# block 1

**src/rtl/fp_mul_pkg.sv**
```systemverilog
// Shared definitions for the fp_mul_arbiter slice.
//   - flag bit positions inside the 4-bit {ovf, udf, inf, nan} flag word
//   - FP32 field widths
//   - tag carried alongside each in-flight multiply
package fp_mul_pkg;

   localparam int FLAG_OVF = 3;
   localparam int FLAG_UDF = 2;
   localparam int FLAG_INF = 1;
   localparam int FLAG_NAN = 0;
   localparam int FLAG_W   = 4;

   localparam int EXP_WIDTH      = 8;
   localparam int MANTISSA_WIDTH = 23;
   localparam int FP_WIDTH       = 1 + EXP_WIDTH + MANTISSA_WIDTH;

   // Index field sized for the largest supported requester count (8).
   localparam int TAG_IDX_W = 3;

   typedef struct packed {
      logic                 valid;
      logic [TAG_IDX_W-1:0] index;
   } tag_t;

endpackage

```
**src/rtl/fp_mul_arbiter_rr_arbiter.sv**
```systemverilog
// rr_arbiter: round-robin one-hot grant over N requesters.
//   clk, rst  : clock, async active-high reset
//   req[N]    : eligible requesters
//   advance   : a grant was taken this cycle; move ptr past the winner
//   grant[N]  : combinational one-hot grant, zero when req is zero
// The search starts at ptr; after a taken grant to i, ptr becomes (i+1) mod N.
module rr_arbiter #(
   parameter int N = 4
) (
   input  logic         clk,
   input  logic         rst,
   input  logic [N-1:0] req,
   input  logic         advance,
   output logic [N-1:0] grant
);

   localparam int PW = $clog2(N);

   logic [PW-1:0] ptr;
   logic [PW-1:0] ptr_nxt;
   logic [PW-1:0] idx;
   logic [PW:0]   sum;
   logic [PW:0]   nxt;
   logic          found;

   always_comb begin
      grant   = '0;
      ptr_nxt = ptr;
      found   = 1'b0;
      idx     = '0;
      sum     = '0;
      nxt     = '0;
      for (int off = 0; off < N; off++) begin
         // (ptr + off) mod N without a divider: one conditional subtract
         sum = {1'b0, ptr} + (PW+1)'(off);
         if (sum >= (PW+1)'(N)) sum = sum - (PW+1)'(N);
         idx = sum[PW-1:0];
         if (!found && req[idx]) begin
            found      = 1'b1;
            grant[idx] = 1'b1;
            nxt        = {1'b0, idx} + (PW+1)'(1);
            ptr_nxt    = (nxt == (PW+1)'(N)) ? '0 : nxt[PW-1:0];
         end
      end
   end

   always_ff @(posedge clk or posedge rst) begin
      if (rst)          ptr <= '0;
      else if (advance) ptr <= ptr_nxt;
   end

endmodule

```
**src/rtl/fp_mul_arbiter.sv**
```systemverilog
// fp_mul_arbiter: shares one pipelined FP32 multiplier among NUM_REQ requesters.
//   req_valid/req_ready/req_a/req_b : per-requester operand handshake (ready = one-hot grant)
//   mul_valid/mul_a/mul_b           : registered issue to the multiplier
//   mul_result/mul_flags            : multiplier output, MUL_LATENCY cycles after mul_valid
//   rsp_valid/rsp_ready/rsp_result/rsp_flags : per-requester one-entry response buffer
//   busy                            : requester has an operation in flight or buffered
// Each requester has at most one outstanding op, so its response buffer can never overflow.
module fp_mul_arbiter
   import fp_mul_pkg::*;
#(
   parameter int NUM_REQ     = 4,
   parameter int MUL_LATENCY = 3
) (
   input  logic                        clk,
   input  logic                        rst,
   input  logic [NUM_REQ-1:0]          req_valid,
   output logic [NUM_REQ-1:0]          req_ready,
   input  logic [FP_WIDTH*NUM_REQ-1:0] req_a,
   input  logic [FP_WIDTH*NUM_REQ-1:0] req_b,
   output logic                        mul_valid,
   output logic [FP_WIDTH-1:0]         mul_a,
   output logic [FP_WIDTH-1:0]         mul_b,
   input  logic [FP_WIDTH-1:0]         mul_result,
   input  logic [FLAG_W-1:0]           mul_flags,
   output logic [NUM_REQ-1:0]          rsp_valid,
   input  logic [NUM_REQ-1:0]          rsp_ready,
   output logic [FP_WIDTH*NUM_REQ-1:0] rsp_result,
   output logic [FLAG_W*NUM_REQ-1:0]   rsp_flags,
   output logic [NUM_REQ-1:0]          busy
);

   logic [NUM_REQ-1:0]   eligible;
   logic [NUM_REQ-1:0]   grant;
   logic                 issue;
   logic [TAG_IDX_W-1:0] grant_idx;
   logic [FP_WIDTH-1:0]  sel_a;
   logic [FP_WIDTH-1:0]  sel_b;
   tag_t                 tag_pipe [MUL_LATENCY+1];
   tag_t                 ret_tag;

   // Gating with rst keeps req_ready low while reset is held.
   assign eligible  = req_valid & ~busy & {NUM_REQ{~rst}};
   assign issue     = |grant;
   assign req_ready = grant;

   rr_arbiter #(.N(NUM_REQ)) u_arb (
      .clk     (clk),
      .rst     (rst),
      .req     (eligible),
      .advance (issue),
      .grant   (grant)
   );

   always_comb begin
      grant_idx = '0;
      sel_a     = '0;
      sel_b     = '0;
      for (int i = 0; i < NUM_REQ; i++) begin
         if (grant[i]) begin
            grant_idx = TAG_IDX_W'(i);
            sel_a     = req_a[FP_WIDTH*i +: FP_WIDTH];
            sel_b     = req_b[FP_WIDTH*i +: FP_WIDTH];
         end
      end
   end

   // tag_pipe[0] is the issue stage and lines up with mul_valid; the result
   // arrives MUL_LATENCY cycles later, when the tag reaches tag_pipe[MUL_LATENCY].
   always_ff @(posedge clk or posedge rst) begin
      if (rst) begin
         mul_a <= '0;
         mul_b <= '0;
         for (int s = 0; s <= MUL_LATENCY; s++) tag_pipe[s] <= '0;
      end else begin
         tag_pipe[0] <= '{valid: issue, index: grant_idx};
         for (int s = 1; s <= MUL_LATENCY; s++) tag_pipe[s] <= tag_pipe[s-1];
         if (issue) begin
            mul_a <= sel_a;
            mul_b <= sel_b;
         end
      end
   end

   assign mul_valid = tag_pipe[0].valid;
   assign ret_tag   = tag_pipe[MUL_LATENCY];

   for (genvar i = 0; i < NUM_REQ; i++) begin : g_req
      logic                retire;
      logic                consume;
      logic                v_q;
      logic                b_q;
      logic [FP_WIDTH-1:0] r_q;
      logic [FLAG_W-1:0]   f_q;

      assign retire  = ret_tag.valid && (ret_tag.index == TAG_IDX_W'(i));
      assign consume = v_q & rsp_ready[i];

      // Grant and consume never hit the same requester in one cycle (busy
      // blocks the grant), nor do retire and consume (buffer empty on retire).
      always_ff @(posedge clk or posedge rst) begin
         if (rst) begin
            v_q <= 1'b0;
            b_q <= 1'b0;
            r_q <= '0;
            f_q <= '0;
         end else begin
            if (grant[i])     b_q <= 1'b1;
            else if (consume) b_q <= 1'b0;
            if (retire) begin
               v_q <= 1'b1;
               r_q <= mul_result;
               f_q <= mul_flags;
            end else if (consume) begin
               v_q <= 1'b0;
            end
         end
      end

      assign rsp_valid[i]                        = v_q;
      assign busy[i]                             = b_q;
      assign rsp_result[FP_WIDTH*i +: FP_WIDTH] = r_q;
      assign rsp_flags[FLAG_W*i +: FLAG_W]      = f_q;
   end

endmodule

```
**config.mk**
```make
export PLATFORM = sky130hd
export DESIGN_NAME = fp_mul_arbiter
export DESIGN_NICKNAME = d
export VERILOG_FILES = /design/src/rtl/fp_mul_pkg.sv /design/src/rtl/fp_mul_arbiter_rr_arbiter.sv /design/src/rtl/fp_mul_arbiter.sv
export SDC_FILE = /design/constraint.sdc
export NUM_CORES = 1
export LEC_CHECK = 0
export CAP_MARGIN = 30
export CORE_AREA = 2 2 202 204
export CTS_CLUSTER_SIZE = 16
export DETAILED_ROUTE_END_ITERATION = 8
export DIE_AREA = 0 0 204 206
export GPL_TIMING_DRIVEN = 0
export PLACE_DENSITY = 0.68
export SYNTH_ARGS = -nofsm -noshare
export SYNTH_HDL_FRONTEND = slang
export SYNTH_HIERARCHICAL = 1
export SYNTH_SLANG_ARGS = --single-unit
```
**constraint.sdc**
```tcl
create_clock -name clk -period 14.66 [get_ports clk]
set_input_delay 2.199 -clock clk [delete_from_list [all_inputs] [get_ports clk]]
set_output_delay 2.199 -clock clk [all_outputs]
set_load 0.02 [all_outputs]
```
### Nets reached from selected ports, block 1

(2 px per micron)
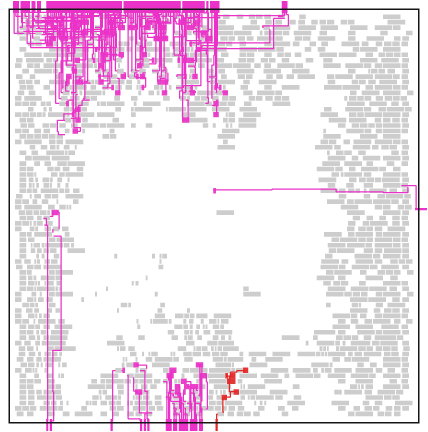
legend:
  red:
    port: rst
    bits: 1
    direction: input
    edge: bottom
    end_cells: 6
    buffers: 1
    wire: 44.6 microns
  magenta:
    port: req_b
    bits: 128
    direction: input
    edge: 105 top, 22 bottom, 1 right
    end_cells: 96
    buffers: 128
    wire: 4350 microns
IO Port Bufs: 522
Top Ports: 523

==> worst max-delay path: stages <==
cell and delay (ns):
clkdlybuf4s50_1 0.59, nor3b_1 0.68, mux4_2 0.44, nor2b_1 0.24, a22oi_1 0.09, o21ai_0 0.63
clkdlybuf4s50_1 0.74
==> metrics by stage <==
step / utilization (%) / cell area (sq um) / hold slack (ns) / setup WS [ns] / cells
6_report: 43.9 / 17700 / 0.347 / 6.84 / 1969
5_1_grt: 43.9 / 17700 / 0.354 / 6.62 / 1968
4_1_cts: 43.9 / 17600 / 0.350 / 6.83 / 1963
3_5_place_dp: 41.5 / 16700 / 0.337 / 6.85 / 1915
3_3_place_gp: 41.4 / 16600 / 0.332 / 2.92 / 1914
2_1_floorplan: - / 10800 / 0.331 / 6.21 / 860
==> layer usage <==
metal	vias to the layer above	wire length, microns
li1	4340	-
met1	4795	15700
met2	491	22900
met3	93	3650
met4	0	2050
met5	-	0
==> logic make-up after synthesis <==
group	count (synthesis)
buf+inv	94
flops	230
mux	152
compound gates	222
xor+xnor	1
fa+ha+maj	7
simple gates	154
==> reports/metrics.yaml <==
run_status:
  status: "finished, final reports clean"
finish:
  drive_above_1_share_pct: 18.7
  most-common-layout-cells: "clkdlybuf4s50_1 (522), dfrtp_1 (230), mux2_2 (146)"
  largest_reg_flops: 128
  nonClkBufAreaFrac_pct: 32.4
  largest_class: "flip-flops and latches"
clocking:
  clockBufferDepth: 3
pwr:
  swShare_pct: 39.9
  powerClk_mw: 0.723
  power.internal_mw: 2.78
synth:
  simple_gate_share_pct: 8.38
  ys.flop_type: "dfrtp_1"
  yosys_warnings: 6
drt:
  totalWireLength_microns: 44400
  routedWlPerCell_microns: 22.5
sta:
  rsz0062_at_grt: "false"
global_routing:
  busiest_layer: "met2"
placement:
  gp_congestion: 0.899
setup_path:
  r2r_end: "mul_b[6]"
floorplanning:
  rows: 74

# block 2

### Clock distribution, block 2

(4 px per micron)
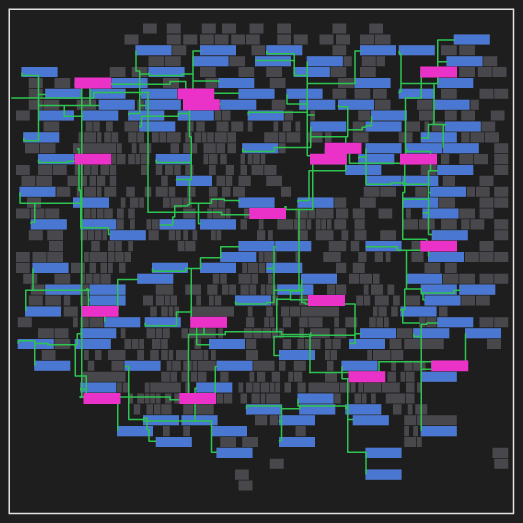
**src/rtl/sd_card_fetch.sv**
```systemverilog
// sd_card_fetch
//   Turns one 1-4 byte little-endian read from the W65C832 bus into a series
//   of single-byte accesses to the sd_card_sdhc 512-byte page buffer (pager).
//   It follows the pager's busy/page-miss handshake and gives up on a byte
//   whose busy never clears. The assembled word comes back with a one-cycle
//   done pulse.
//
// Optional build macro: SD_FETCH_LAST_EN
//   When defined, the last error-free result is remembered. An identical
//   request (same address and width) is then answered from that copy without
//   touching the pager. When undefined, every request walks the full FSM.
//
// Ports
//   clk         system clock
//   reset       asynchronous reset, active low
//   req         read request, sampled only while idle
//   address     byte address of the lowest byte
//   width       number of bytes minus one (0..3)
//   data_out    assembled word; byte i in [8i+7:8i], unused bytes zero
//   done        one-cycle pulse; data_out/error valid
//   busy        high from acceptance until the done cycle
//   error       set with done when a byte timed out
//   sd_address  byte address presented to the pager
//   sd_enable   pager enable; sticky once the first request is accepted
//   sd_data     pager read data
//   sd_busy     pager busy
module sd_card_fetch #(
  parameter int unsigned SETTLE_CYCLES  = 2,
  parameter logic [23:0] TIMEOUT_CYCLES = 24'd6000000
) (
  input  logic        clk,
  input  logic        reset,
  input  logic        req,
  input  logic [23:0] address,
  input  logic [1:0]  width,
  output logic [31:0] data_out,
  output logic        done,
  output logic        busy,
  output logic        error,
  output logic [23:0] sd_address,
  output logic        sd_enable,
  input  logic [7:0]  sd_data,
  input  logic        sd_busy
);

  typedef enum logic [2:0] {
    S_IDLE   = 3'd0,
    S_ISSUE  = 3'd1,
    S_SETTLE = 3'd2,
    S_WAIT   = 3'd3,
    S_DONE   = 3'd4,
    S_HIT    = 3'd5   // only reachable with SD_FETCH_LAST_EN
  } state_t;

  localparam logic [7:0]  SETTLE_LAST  = 8'(SETTLE_CYCLES - 32'd1);
  localparam logic [23:0] TIMEOUT_LAST = TIMEOUT_CYCLES - 24'd1;

  state_t      state_q, state_d;
  logic [23:0] ptr_q, ptr_d;
  logic [1:0]  width_q, width_d;
  logic [1:0]  idx_q, idx_d;
  logic [7:0]  settle_q, settle_d;
  logic [23:0] tmo_q, tmo_d;
  logic [31:0] data_q, data_d;
  logic        done_q, done_d;
  logic        busy_q, busy_d;
  logic        error_q, error_d;
  logic [23:0] sd_addr_q, sd_addr_d;
  logic        sd_en_q, sd_en_d;

`ifdef SD_FETCH_LAST_EN
  logic [23:0] start_q, start_d;
  logic        last_valid_q, last_valid_d;
  logic [23:0] last_addr_q, last_addr_d;
  logic [1:0]  last_width_q, last_width_d;
  logic [31:0] last_data_q, last_data_d;
  logic        last_match_s;

  // Identical request to the last good one can be served from the copy.
  always_comb begin
    last_match_s = last_valid_q && (last_addr_q == address) && (last_width_q == width);
  end
`endif

  // Next-state and next-output logic for the fetch sequencer.
  always_comb begin
    state_d   = state_q;
    ptr_d     = ptr_q;
    width_d   = width_q;
    idx_d     = idx_q;
    settle_d  = settle_q;
    tmo_d     = tmo_q;
    data_d    = data_q;
    done_d    = 1'b0;
    busy_d    = busy_q;
    error_d   = error_q;
    sd_addr_d = sd_addr_q;
    sd_en_d   = sd_en_q;
`ifdef SD_FETCH_LAST_EN
    start_d      = start_q;
    last_valid_d = last_valid_q;
    last_addr_d  = last_addr_q;
    last_width_d = last_width_q;
    last_data_d  = last_data_q;
`endif

    case (state_q)
      S_IDLE: begin
        if (req) begin
          ptr_d   = address;
          width_d = width;
          idx_d   = 2'd0;
          data_d  = 32'd0;
          error_d = 1'b0;
          busy_d  = 1'b1;
          // The pager only progresses while enabled, so never drop it again.
          sd_en_d = 1'b1;
`ifdef SD_FETCH_LAST_EN
          start_d = address;
          if (last_match_s) begin
            data_d  = last_data_q;
            state_d = S_HIT;
          end else begin
            state_d = S_ISSUE;
          end
`else
          state_d = S_ISSUE;
`endif
        end else begin
          state_d = S_IDLE;
        end
      end

      S_ISSUE: begin
        sd_addr_d = ptr_q;
        settle_d  = 8'd0;
        state_d   = S_SETTLE;
      end

      // Pager busy/data are registered: a busy=0 left over from the previous
      // hit must not be mistaken for the answer to the new address.
      S_SETTLE: begin
        if (settle_q == SETTLE_LAST) begin
          tmo_d   = 24'd0;
          state_d = S_WAIT;
        end else begin
          settle_d = settle_q + 8'd1;
        end
      end

      S_WAIT: begin
        if (!sd_busy) begin
          case (idx_q)
            2'd0:    data_d[7:0]   = sd_data;
            2'd1:    data_d[15:8]  = sd_data;
            2'd2:    data_d[23:16] = sd_data;
            default: data_d[31:24] = sd_data;
          endcase
          if (idx_q == width_q) begin
            busy_d  = 1'b0;
            done_d  = 1'b1;
            state_d = S_DONE;
          end else begin
            // Page crossings need no special case: the pager just misses.
            idx_d   = idx_q + 2'd1;
            ptr_d   = ptr_q + 24'd1;
            state_d = S_ISSUE;
          end
        end else if (tmo_q == TIMEOUT_LAST) begin
          error_d = 1'b1;
          busy_d  = 1'b0;
          done_d  = 1'b1;
          state_d = S_DONE;
`ifdef SD_FETCH_LAST_EN
          last_valid_d = 1'b0;
`endif
        end else begin
          tmo_d = tmo_q + 24'd1;
        end
      end

`ifdef SD_FETCH_LAST_EN
      S_HIT: begin
        busy_d  = 1'b0;
        done_d  = 1'b1;
        state_d = S_DONE;
      end
`endif

      S_DONE: begin
        state_d = S_IDLE;
`ifdef SD_FETCH_LAST_EN
        if (!error_q) begin
          last_valid_d = 1'b1;
          last_addr_d  = start_q;
          last_width_d = width_q;
          last_data_d  = data_q;
        end else begin
          last_valid_d = 1'b0;
        end
`endif
      end

      default: begin
        state_d = S_IDLE;
        busy_d  = 1'b0;
      end
    endcase
  end

  // State and registered outputs; reset aborts any request without a done.
  always_ff @(posedge clk or negedge reset) begin
    if (!reset) begin
      state_q   <= S_IDLE;
      ptr_q     <= 24'd0;
      width_q   <= 2'd0;
      idx_q     <= 2'd0;
      settle_q  <= 8'd0;
      tmo_q     <= 24'd0;
      data_q    <= 32'd0;
      done_q    <= 1'b0;
      busy_q    <= 1'b0;
      error_q   <= 1'b0;
      sd_addr_q <= 24'd0;
      sd_en_q   <= 1'b0;
    end else begin
      state_q   <= state_d;
      ptr_q     <= ptr_d;
      width_q   <= width_d;
      idx_q     <= idx_d;
      settle_q  <= settle_d;
      tmo_q     <= tmo_d;
      data_q    <= data_d;
      done_q    <= done_d;
      busy_q    <= busy_d;
      error_q   <= error_d;
      sd_addr_q <= sd_addr_d;
      sd_en_q   <= sd_en_d;
    end
  end

`ifdef SD_FETCH_LAST_EN
  // Last-result copy used by the repeat-request shortcut.
  always_ff @(posedge clk or negedge reset) begin
    if (!reset) begin
      start_q      <= 24'd0;
      last_valid_q <= 1'b0;
      last_addr_q  <= 24'd0;
      last_width_q <= 2'd0;
      last_data_q  <= 32'd0;
    end else begin
      start_q      <= start_d;
      last_valid_q <= last_valid_d;
      last_addr_q  <= last_addr_d;
      last_width_q <= last_width_d;
      last_data_q  <= last_data_d;
    end
  end
`endif

  assign data_out   = data_q;
  assign done       = done_q;
  assign busy       = busy_q;
  assign error      = error_q;
  assign sd_address = sd_addr_q;
  assign sd_enable  = sd_en_q;

endmodule

```
**config.mk**
```make
export PLATFORM = sky130hd
export DESIGN_NAME = sd_card_fetch
export DESIGN_NICKNAME = d
export VERILOG_FILES = /design/src/rtl/sd_card_fetch.sv
export SDC_FILE = /design/constraint.sdc
export NUM_CORES = 1
export LEC_CHECK = 0
export ABC_AREA = 0
export CORE_UTILIZATION = 40
export DETAILED_ROUTE_END_ITERATION = 8
export GPL_TIMING_DRIVEN = 0
export PLACE_DENSITY = 0.68
export SYNTH_ARGS = -nofsm -noshare
export SYNTH_HDL_FRONTEND = slang
export SYNTH_SLANG_ARGS = --single-unit
```
**constraint.sdc**
```tcl
create_clock -name clk -period 4.7 [get_ports clk]
set_input_delay 0.47 -clock clk [delete_from_list [all_inputs] [get_ports clk]]
set_output_delay 0.47 -clock clk [all_outputs]
set_load 0.005 [all_outputs]
```
==> reports/metrics.yaml <==
run_status:
  status: "finished, violations left"
  violations: "design-rule violations"
clocking:
  cts_tree: "built"
drt:
  drc: 11
  met1Wirelength_microns: 7140
  vias: 5286
floorplanning:
  fp.dieW_microns: 126
  dieArea_sq_mm: 0.0158
  die_y_microns: 126
setup_path:
  arrival_ns: 2.89
  rr_worst_depth: 4
  path_depth: 4
  r2r_end: "sd_address[9]"
  worstPathRequired_ns: 5.01
sta:
  rsz0062_at_grt: "false"
synth:
  ys_seq_share_pct: 50.3
  aoi_share_pct: 17.9
  syn-cell-area_sq_mm: 0.00612
finish:
  seq_share_pct: 38.7
  clk_share_pct: 7.44
  drive_above_1_share_pct: 13.8
  nNetsFinal: 737
  signal_buffers: 128
job:
  tool_warnings: 30
pwr:
  combPwrFrac_pct: 40.3
global_routing:
  busiest_layer: "met2"
placement:
  post-place-cells: 855
## Picture notes: 'Clock distribution' of block 2
legend:
  magenta:
    item: clock-net drivers
    count: 17
  blue:
    item: flip-flops
    count: 123
  green:
    item: clock wires
    length: 1660 microns
flops lie: spread over the die
routed clock nets: 18
Power Clock: 1.32 mW
Worst-Skew Late Latency: 0.43 ns
Layout Skew: 0.00832 ns
Clk pwr share: 25.5%

[cells in the mapped netlist, types with 7 or more instances]
| master | number | area (sq um) |
|---|---|---|
| nand3_1 | 20 | 100 |
| nand2_1 | 44 | 165 |
| nand4_1 | 18 | 113 |
| nor3_1 | 7 | 35.0 |
| a21oi_1 | 30 | 150 |
| mux2_1 | 24 | 270 |
| nor2_1 | 35 | 131 |
| a31oi_1 | 15 | 93.8 |
| o21ai_0 | 15 | 75.1 |
| a22o_1 | 11 | 96.3 |
| o31ai_1 | 7 | 52.6 |
| and2_1 | 14 | 87.6 |
| mux2_2 | 27 | 304 |
| o21ai_1 | 32 | 160 |
| ha_1 | 8 | 100 |
| inv_1 | 10 | 37.5 |
| buf_2 | 15 | 75.1 |
| dfrtp_1 | 123 | 3080 |
| and3_1 | 13 | 81.3 |
[sequential cells by signal (all words and copies together), names as in the netlist, 2 cells and up]
register and cells:
data_out 32, ptr_q 24, sd_address 24, tmo_q 24
settle_q 8, state_q 3, idx_q 2, width_q 2
[worst register-to-register path, stage by stage, from the launching register on]
cell and delay [ns]:
dfrtp_1 0.39, buf_2 0.22, nor3b_1 1.07, buf_2 0.42
mux2_2 0.37

# block 3

### Routing congestion map, block 3

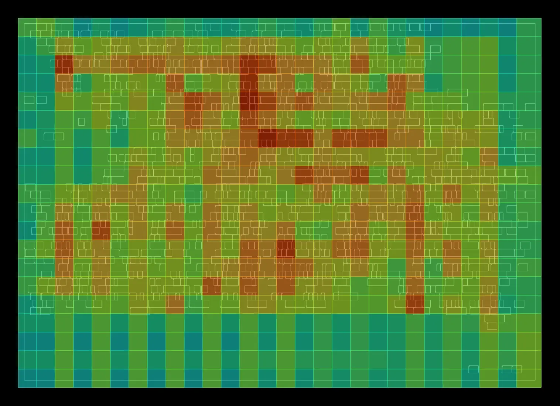
### Wire density map, block 3

(2 px per micron) The die is cut into 39 by 28 equal tiles; white is low, dark blue is high, scaled to the fullest tile. Values are wire area over tile area, all layers added.
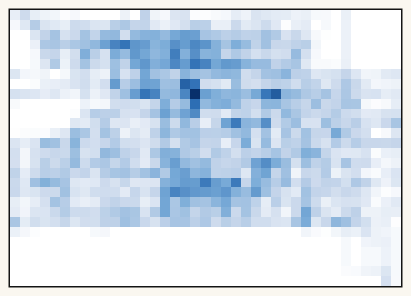
**src/rtl/mul_pkg.sv**
```systemverilog
// Shared types and helpers for the sequential and combinational multipliers.
// abs_n works on a fixed wide vector so every operand width up to ABS_W/2-1 can share it.
package mul_pkg;

    typedef enum logic [1:0] {
        IDLE = 2'd0,
        CALC = 2'd1,
        FIX  = 2'd2
    } state_t;

    localparam int ABS_W = 128;

    function automatic int cnt_width(input int n);
        return $clog2(n + 1);
    endfunction

    // Two's-complement negate when neg is set; callers zero-extend and truncate.
    function automatic logic [ABS_W-1:0] abs_n(input logic [ABS_W-1:0] x, input logic neg);
        return neg ? (~x + ABS_W'(1)) : x;
    endfunction

endpackage

```
**src/rtl/seq_multiplier_v2_if.sv**
```systemverilog
// Start/busy/done handshake and operand/result bus of the sequential multiplier.
interface seq_multiplier_v2_if #(
    parameter int N = 24
);
    logic           start;
    logic           is_signed;
    logic [N-1:0]   a;
    logic [N-1:0]   b;
    logic           busy;
    logic           done;
    logic [2*N-1:0] product;

    modport master (
        output start, is_signed, a, b,
        input  busy, done, product
    );

    modport slave (
        input  start, is_signed, a, b,
        output busy, done, product
    );
endinterface

```
**src/rtl/seq_multiplier_v2.sv**
```systemverilog
// Radix-2 shift-add multiplier on operand magnitudes; the sign is applied once in FIX.
// One N x N -> 2N product every N+2 clocks; product holds until the next FIX or reset.
module seq_multiplier_v2
    import mul_pkg::*;
#(
    parameter int N = 24
) (
    input  logic                clk,
    input  logic                rst,
    seq_multiplier_v2_if.slave  bus
);

    localparam int             CW   = cnt_width(N);
    localparam logic [CW-1:0]  LAST = CW'(N - 1);

    state_t         state_q;
    logic [CW-1:0]  cnt_q;
    logic [N:0]     acc_q;
    logic [N-1:0]   mag_a_q;
    logic [N-1:0]   mag_b_q;
    logic           neg_q;
    logic [2*N-1:0] product_q;
    logic           done_q;

    logic [ABS_W-1:0] abs_a_d;
    logic [ABS_W-1:0] abs_b_d;
    logic [ABS_W-1:0] signed_prod_d;
    logic [N:0]       sum_d;

    always_comb begin
        abs_a_d       = abs_n(ABS_W'(bus.a), bus.is_signed & bus.a[N-1]);
        abs_b_d       = abs_n(ABS_W'(bus.b), bus.is_signed & bus.b[N-1]);
        signed_prod_d = abs_n(ABS_W'({acc_q[N-1:0], mag_b_q}), neg_q);
        sum_d         = acc_q + (mag_b_q[0] ? {1'b0, mag_a_q} : {(N+1){1'b0}});
    end

    // High bits of the shared wide helper are structurally zero/unused here.
    logic unused_hi;
    assign unused_hi = ^{abs_a_d[ABS_W-1:N], abs_b_d[ABS_W-1:N],
                         signed_prod_d[ABS_W-1:2*N], acc_q[N]};

    always_ff @(posedge clk) begin
        if (!rst) begin
            state_q   <= IDLE;
            cnt_q     <= '0;
            acc_q     <= '0;
            mag_a_q   <= '0;
            mag_b_q   <= '0;
            neg_q     <= 1'b0;
            product_q <= '0;
            done_q    <= 1'b0;
        end else begin
            done_q <= 1'b0;
            case (state_q)
                IDLE: begin
                    if (bus.start) begin
                        mag_a_q <= abs_a_d[N-1:0];
                        mag_b_q <= abs_b_d[N-1:0];
                        neg_q   <= bus.is_signed & (bus.a[N-1] ^ bus.b[N-1]);
                        acc_q   <= '0;
                        cnt_q   <= '0;
                        state_q <= CALC;
                    end
                end
                CALC: begin
                    // The add's carry lands in acc bit N and is shifted down, never lost.
                    acc_q   <= {1'b0, sum_d[N:1]};
                    mag_b_q <= {sum_d[0], mag_b_q[N-1:1]};
                    cnt_q   <= cnt_q + CW'(1);
                    if (cnt_q == LAST) begin
                        state_q <= FIX;
                    end
                end
                FIX: begin
                    product_q <= signed_prod_d[2*N-1:0];
                    done_q    <= 1'b1;
                    state_q   <= IDLE;
                end
                default: state_q <= IDLE;
            endcase
        end
    end

    assign bus.busy    = (state_q != IDLE);
    assign bus.done    = done_q;
    assign bus.product = product_q;

endmodule

```
**src/flat_wrapper.sv**
```systemverilog
// flat-port wrapper written by rule: the top's interface ports become plain ports
module seq_multiplier_v2_flat import mul_pkg::*;
#(
    parameter int N = 24
)
  (clk, rst, bus_start, bus_is_signed, bus_a, bus_b, bus_busy, bus_done, bus_product);
  seq_multiplier_v2_if #(.N(N)) bus_i ();
  input  logic clk;
  input  logic rst;
  input wire logic [$bits(bus_i.start)-1:0] bus_start;
  input wire logic [$bits(bus_i.is_signed)-1:0] bus_is_signed;
  input wire logic [$bits(bus_i.a)-1:0] bus_a;
  input wire logic [$bits(bus_i.b)-1:0] bus_b;
  output wire logic [$bits(bus_i.busy)-1:0] bus_busy;
  output wire logic [$bits(bus_i.done)-1:0] bus_done;
  output wire logic [$bits(bus_i.product)-1:0] bus_product;
  assign bus_i.start = bus_start;
  assign bus_i.is_signed = bus_is_signed;
  assign bus_i.a = bus_a;
  assign bus_i.b = bus_b;
  assign bus_busy = bus_i.busy;
  assign bus_done = bus_i.done;
  assign bus_product = bus_i.product;
  seq_multiplier_v2 #(.N(N)) u_core (.clk(clk), .rst(rst), .bus(bus_i));
endmodule
```
**config.mk**
```make
export PLATFORM = sky130hd
export DESIGN_NAME = seq_multiplier_v2_flat
export DESIGN_NICKNAME = d
export VERILOG_FILES = /design/src/rtl/mul_pkg.sv /design/src/rtl/seq_multiplier_v2_if.sv /design/src/rtl/seq_multiplier_v2.sv /design/src/flat_wrapper.sv
export SDC_FILE = /design/constraint.sdc
export NUM_CORES = 1
export LEC_CHECK = 0
export CORE_ASPECT_RATIO = 0.7
export CORE_MARGIN = 2
export CORE_UTILIZATION = 30
export DETAILED_ROUTE_END_ITERATION = 7
export MAX_ROUTING_LAYER = met4
export PLACE_DENSITY = 0.58
export SKIP_CTS_REPAIR_TIMING = 1
export SLEW_MARGIN = 5
export SYNTH_ARGS = -nofsm -noshare
export SYNTH_HDL_FRONTEND = slang
export SYNTH_SLANG_ARGS = --single-unit
export TNS_END_PERCENT = 50
```
**constraint.sdc**
```tcl
create_clock -name clk -period 2.9 [get_ports clk]
set_clock_uncertainty 0.1 [all_clocks]
set_input_delay 0.58 -clock clk [delete_from_list [all_inputs] [get_ports clk]]
set_output_delay 0.58 -clock clk [all_outputs]
set_load 0.05 [all_outputs]
```
==> reports/metrics.yaml <==
placement:
  port_buffers: 101
drt:
  drtIter0Drc: 520
  drt-vias-per-instance: 5.12
  met1Wirelength_microns: 13300
finish:
  seqCellArea_sq_mm: 0.00258
  drive_above_1_share_pct: 12.0
  nonClkBufAreaFrac_pct: 15.3
  seq_share_pct: 25.7
synth:
  edf_count: 0
  numSynthFlops: 129
  simple_gate_share_pct: 20.4
  yosysMostFrequentCell: "dfxtp_1"
  synthXorXnorAreaFrac_pct: 11.9
clocking:
  clockBufferDepth: 2
  cts_inserted_buffers: 17
run_status:
  status: "finished, final reports clean"
job:
  maxCapViolations: 0
Notes on 'Routing congestion map' of block 3 above:
Core Util, Final: 39.4%
drt wl/cell: 16.2 microns
met3 usage: 3.95%
Most Crowded Layer GR: met1
GRT Overall Usage: 17.8%

Notes on 'Wire density map' of block 3 above:
nearly empty tiles: 26%
tiles over half the peak: 6.7%
fullest tile: 0.69
mean over tiles: 0.14
total number of vias: 7323
overall routed net length: 23200 microns

worst min-delay path, delay by kind of cell, from the launching register on:
family	cells	cell delay, ns
flip-flops	1	0.31
AND-OR/OR-AND	1	0.05
AND/OR/NAND/NOR	1	0.05
placed cells by master (no fill, tap or decap), drive strengths merged, types with 9 or more instances in the layout:
| cell | netlist | routed |
|---|---|---|
| or4 | 9 | 9 |
| a31oi | 16 | 16 |
| nor3 | 10 | 10 |
| nand3 | 13 | 13 |
| o21ai | 111 | 111 |
| inv | 17 | 17 |
| xnor2 | 33 | 33 |
| nor2 | 70 | 70 |
| and2 | 36 | 36 |
| dfxtp | 129 | 129 |
| xor2 | 72 | 72 |
| o31ai | 26 | 26 |
| nor4 | 11 | 11 |
| clkbuf | 47 | 20 |
| ha | 28 | 28 |
| buf | 4 | 66 |
| nand2 | 121 | 121 |
| a21oi | 55 | 55 |
| a22oi | 14 | 14 |
| o41ai | 13 | 13 |
| nand2b | 9 | 9 |
| clkdlybuf4s50 | 0 | 101 |
| a211oi | 32 | 32 |


## Gallery

Gate families picked out.
image #1
(3 px per micron)
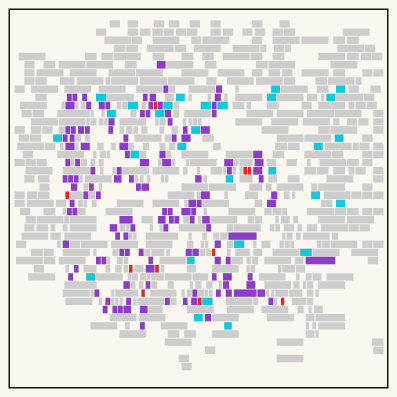
image #2
(2 px per micron)
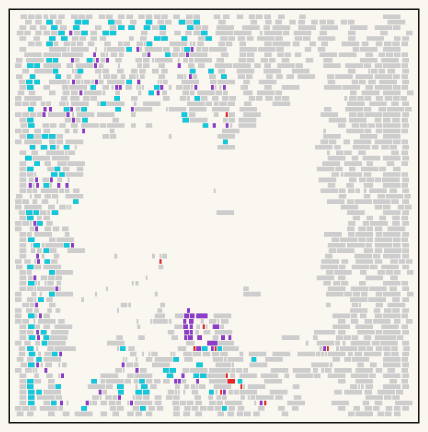
image #3
(2 px per micron)
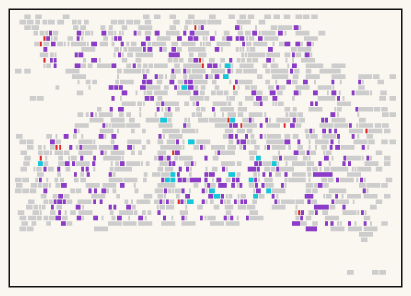
Block 2 is image #1.
Block 3 is image #3.
Block 1 is image #2.

Power is estimated from default activity; no workload was simulated.
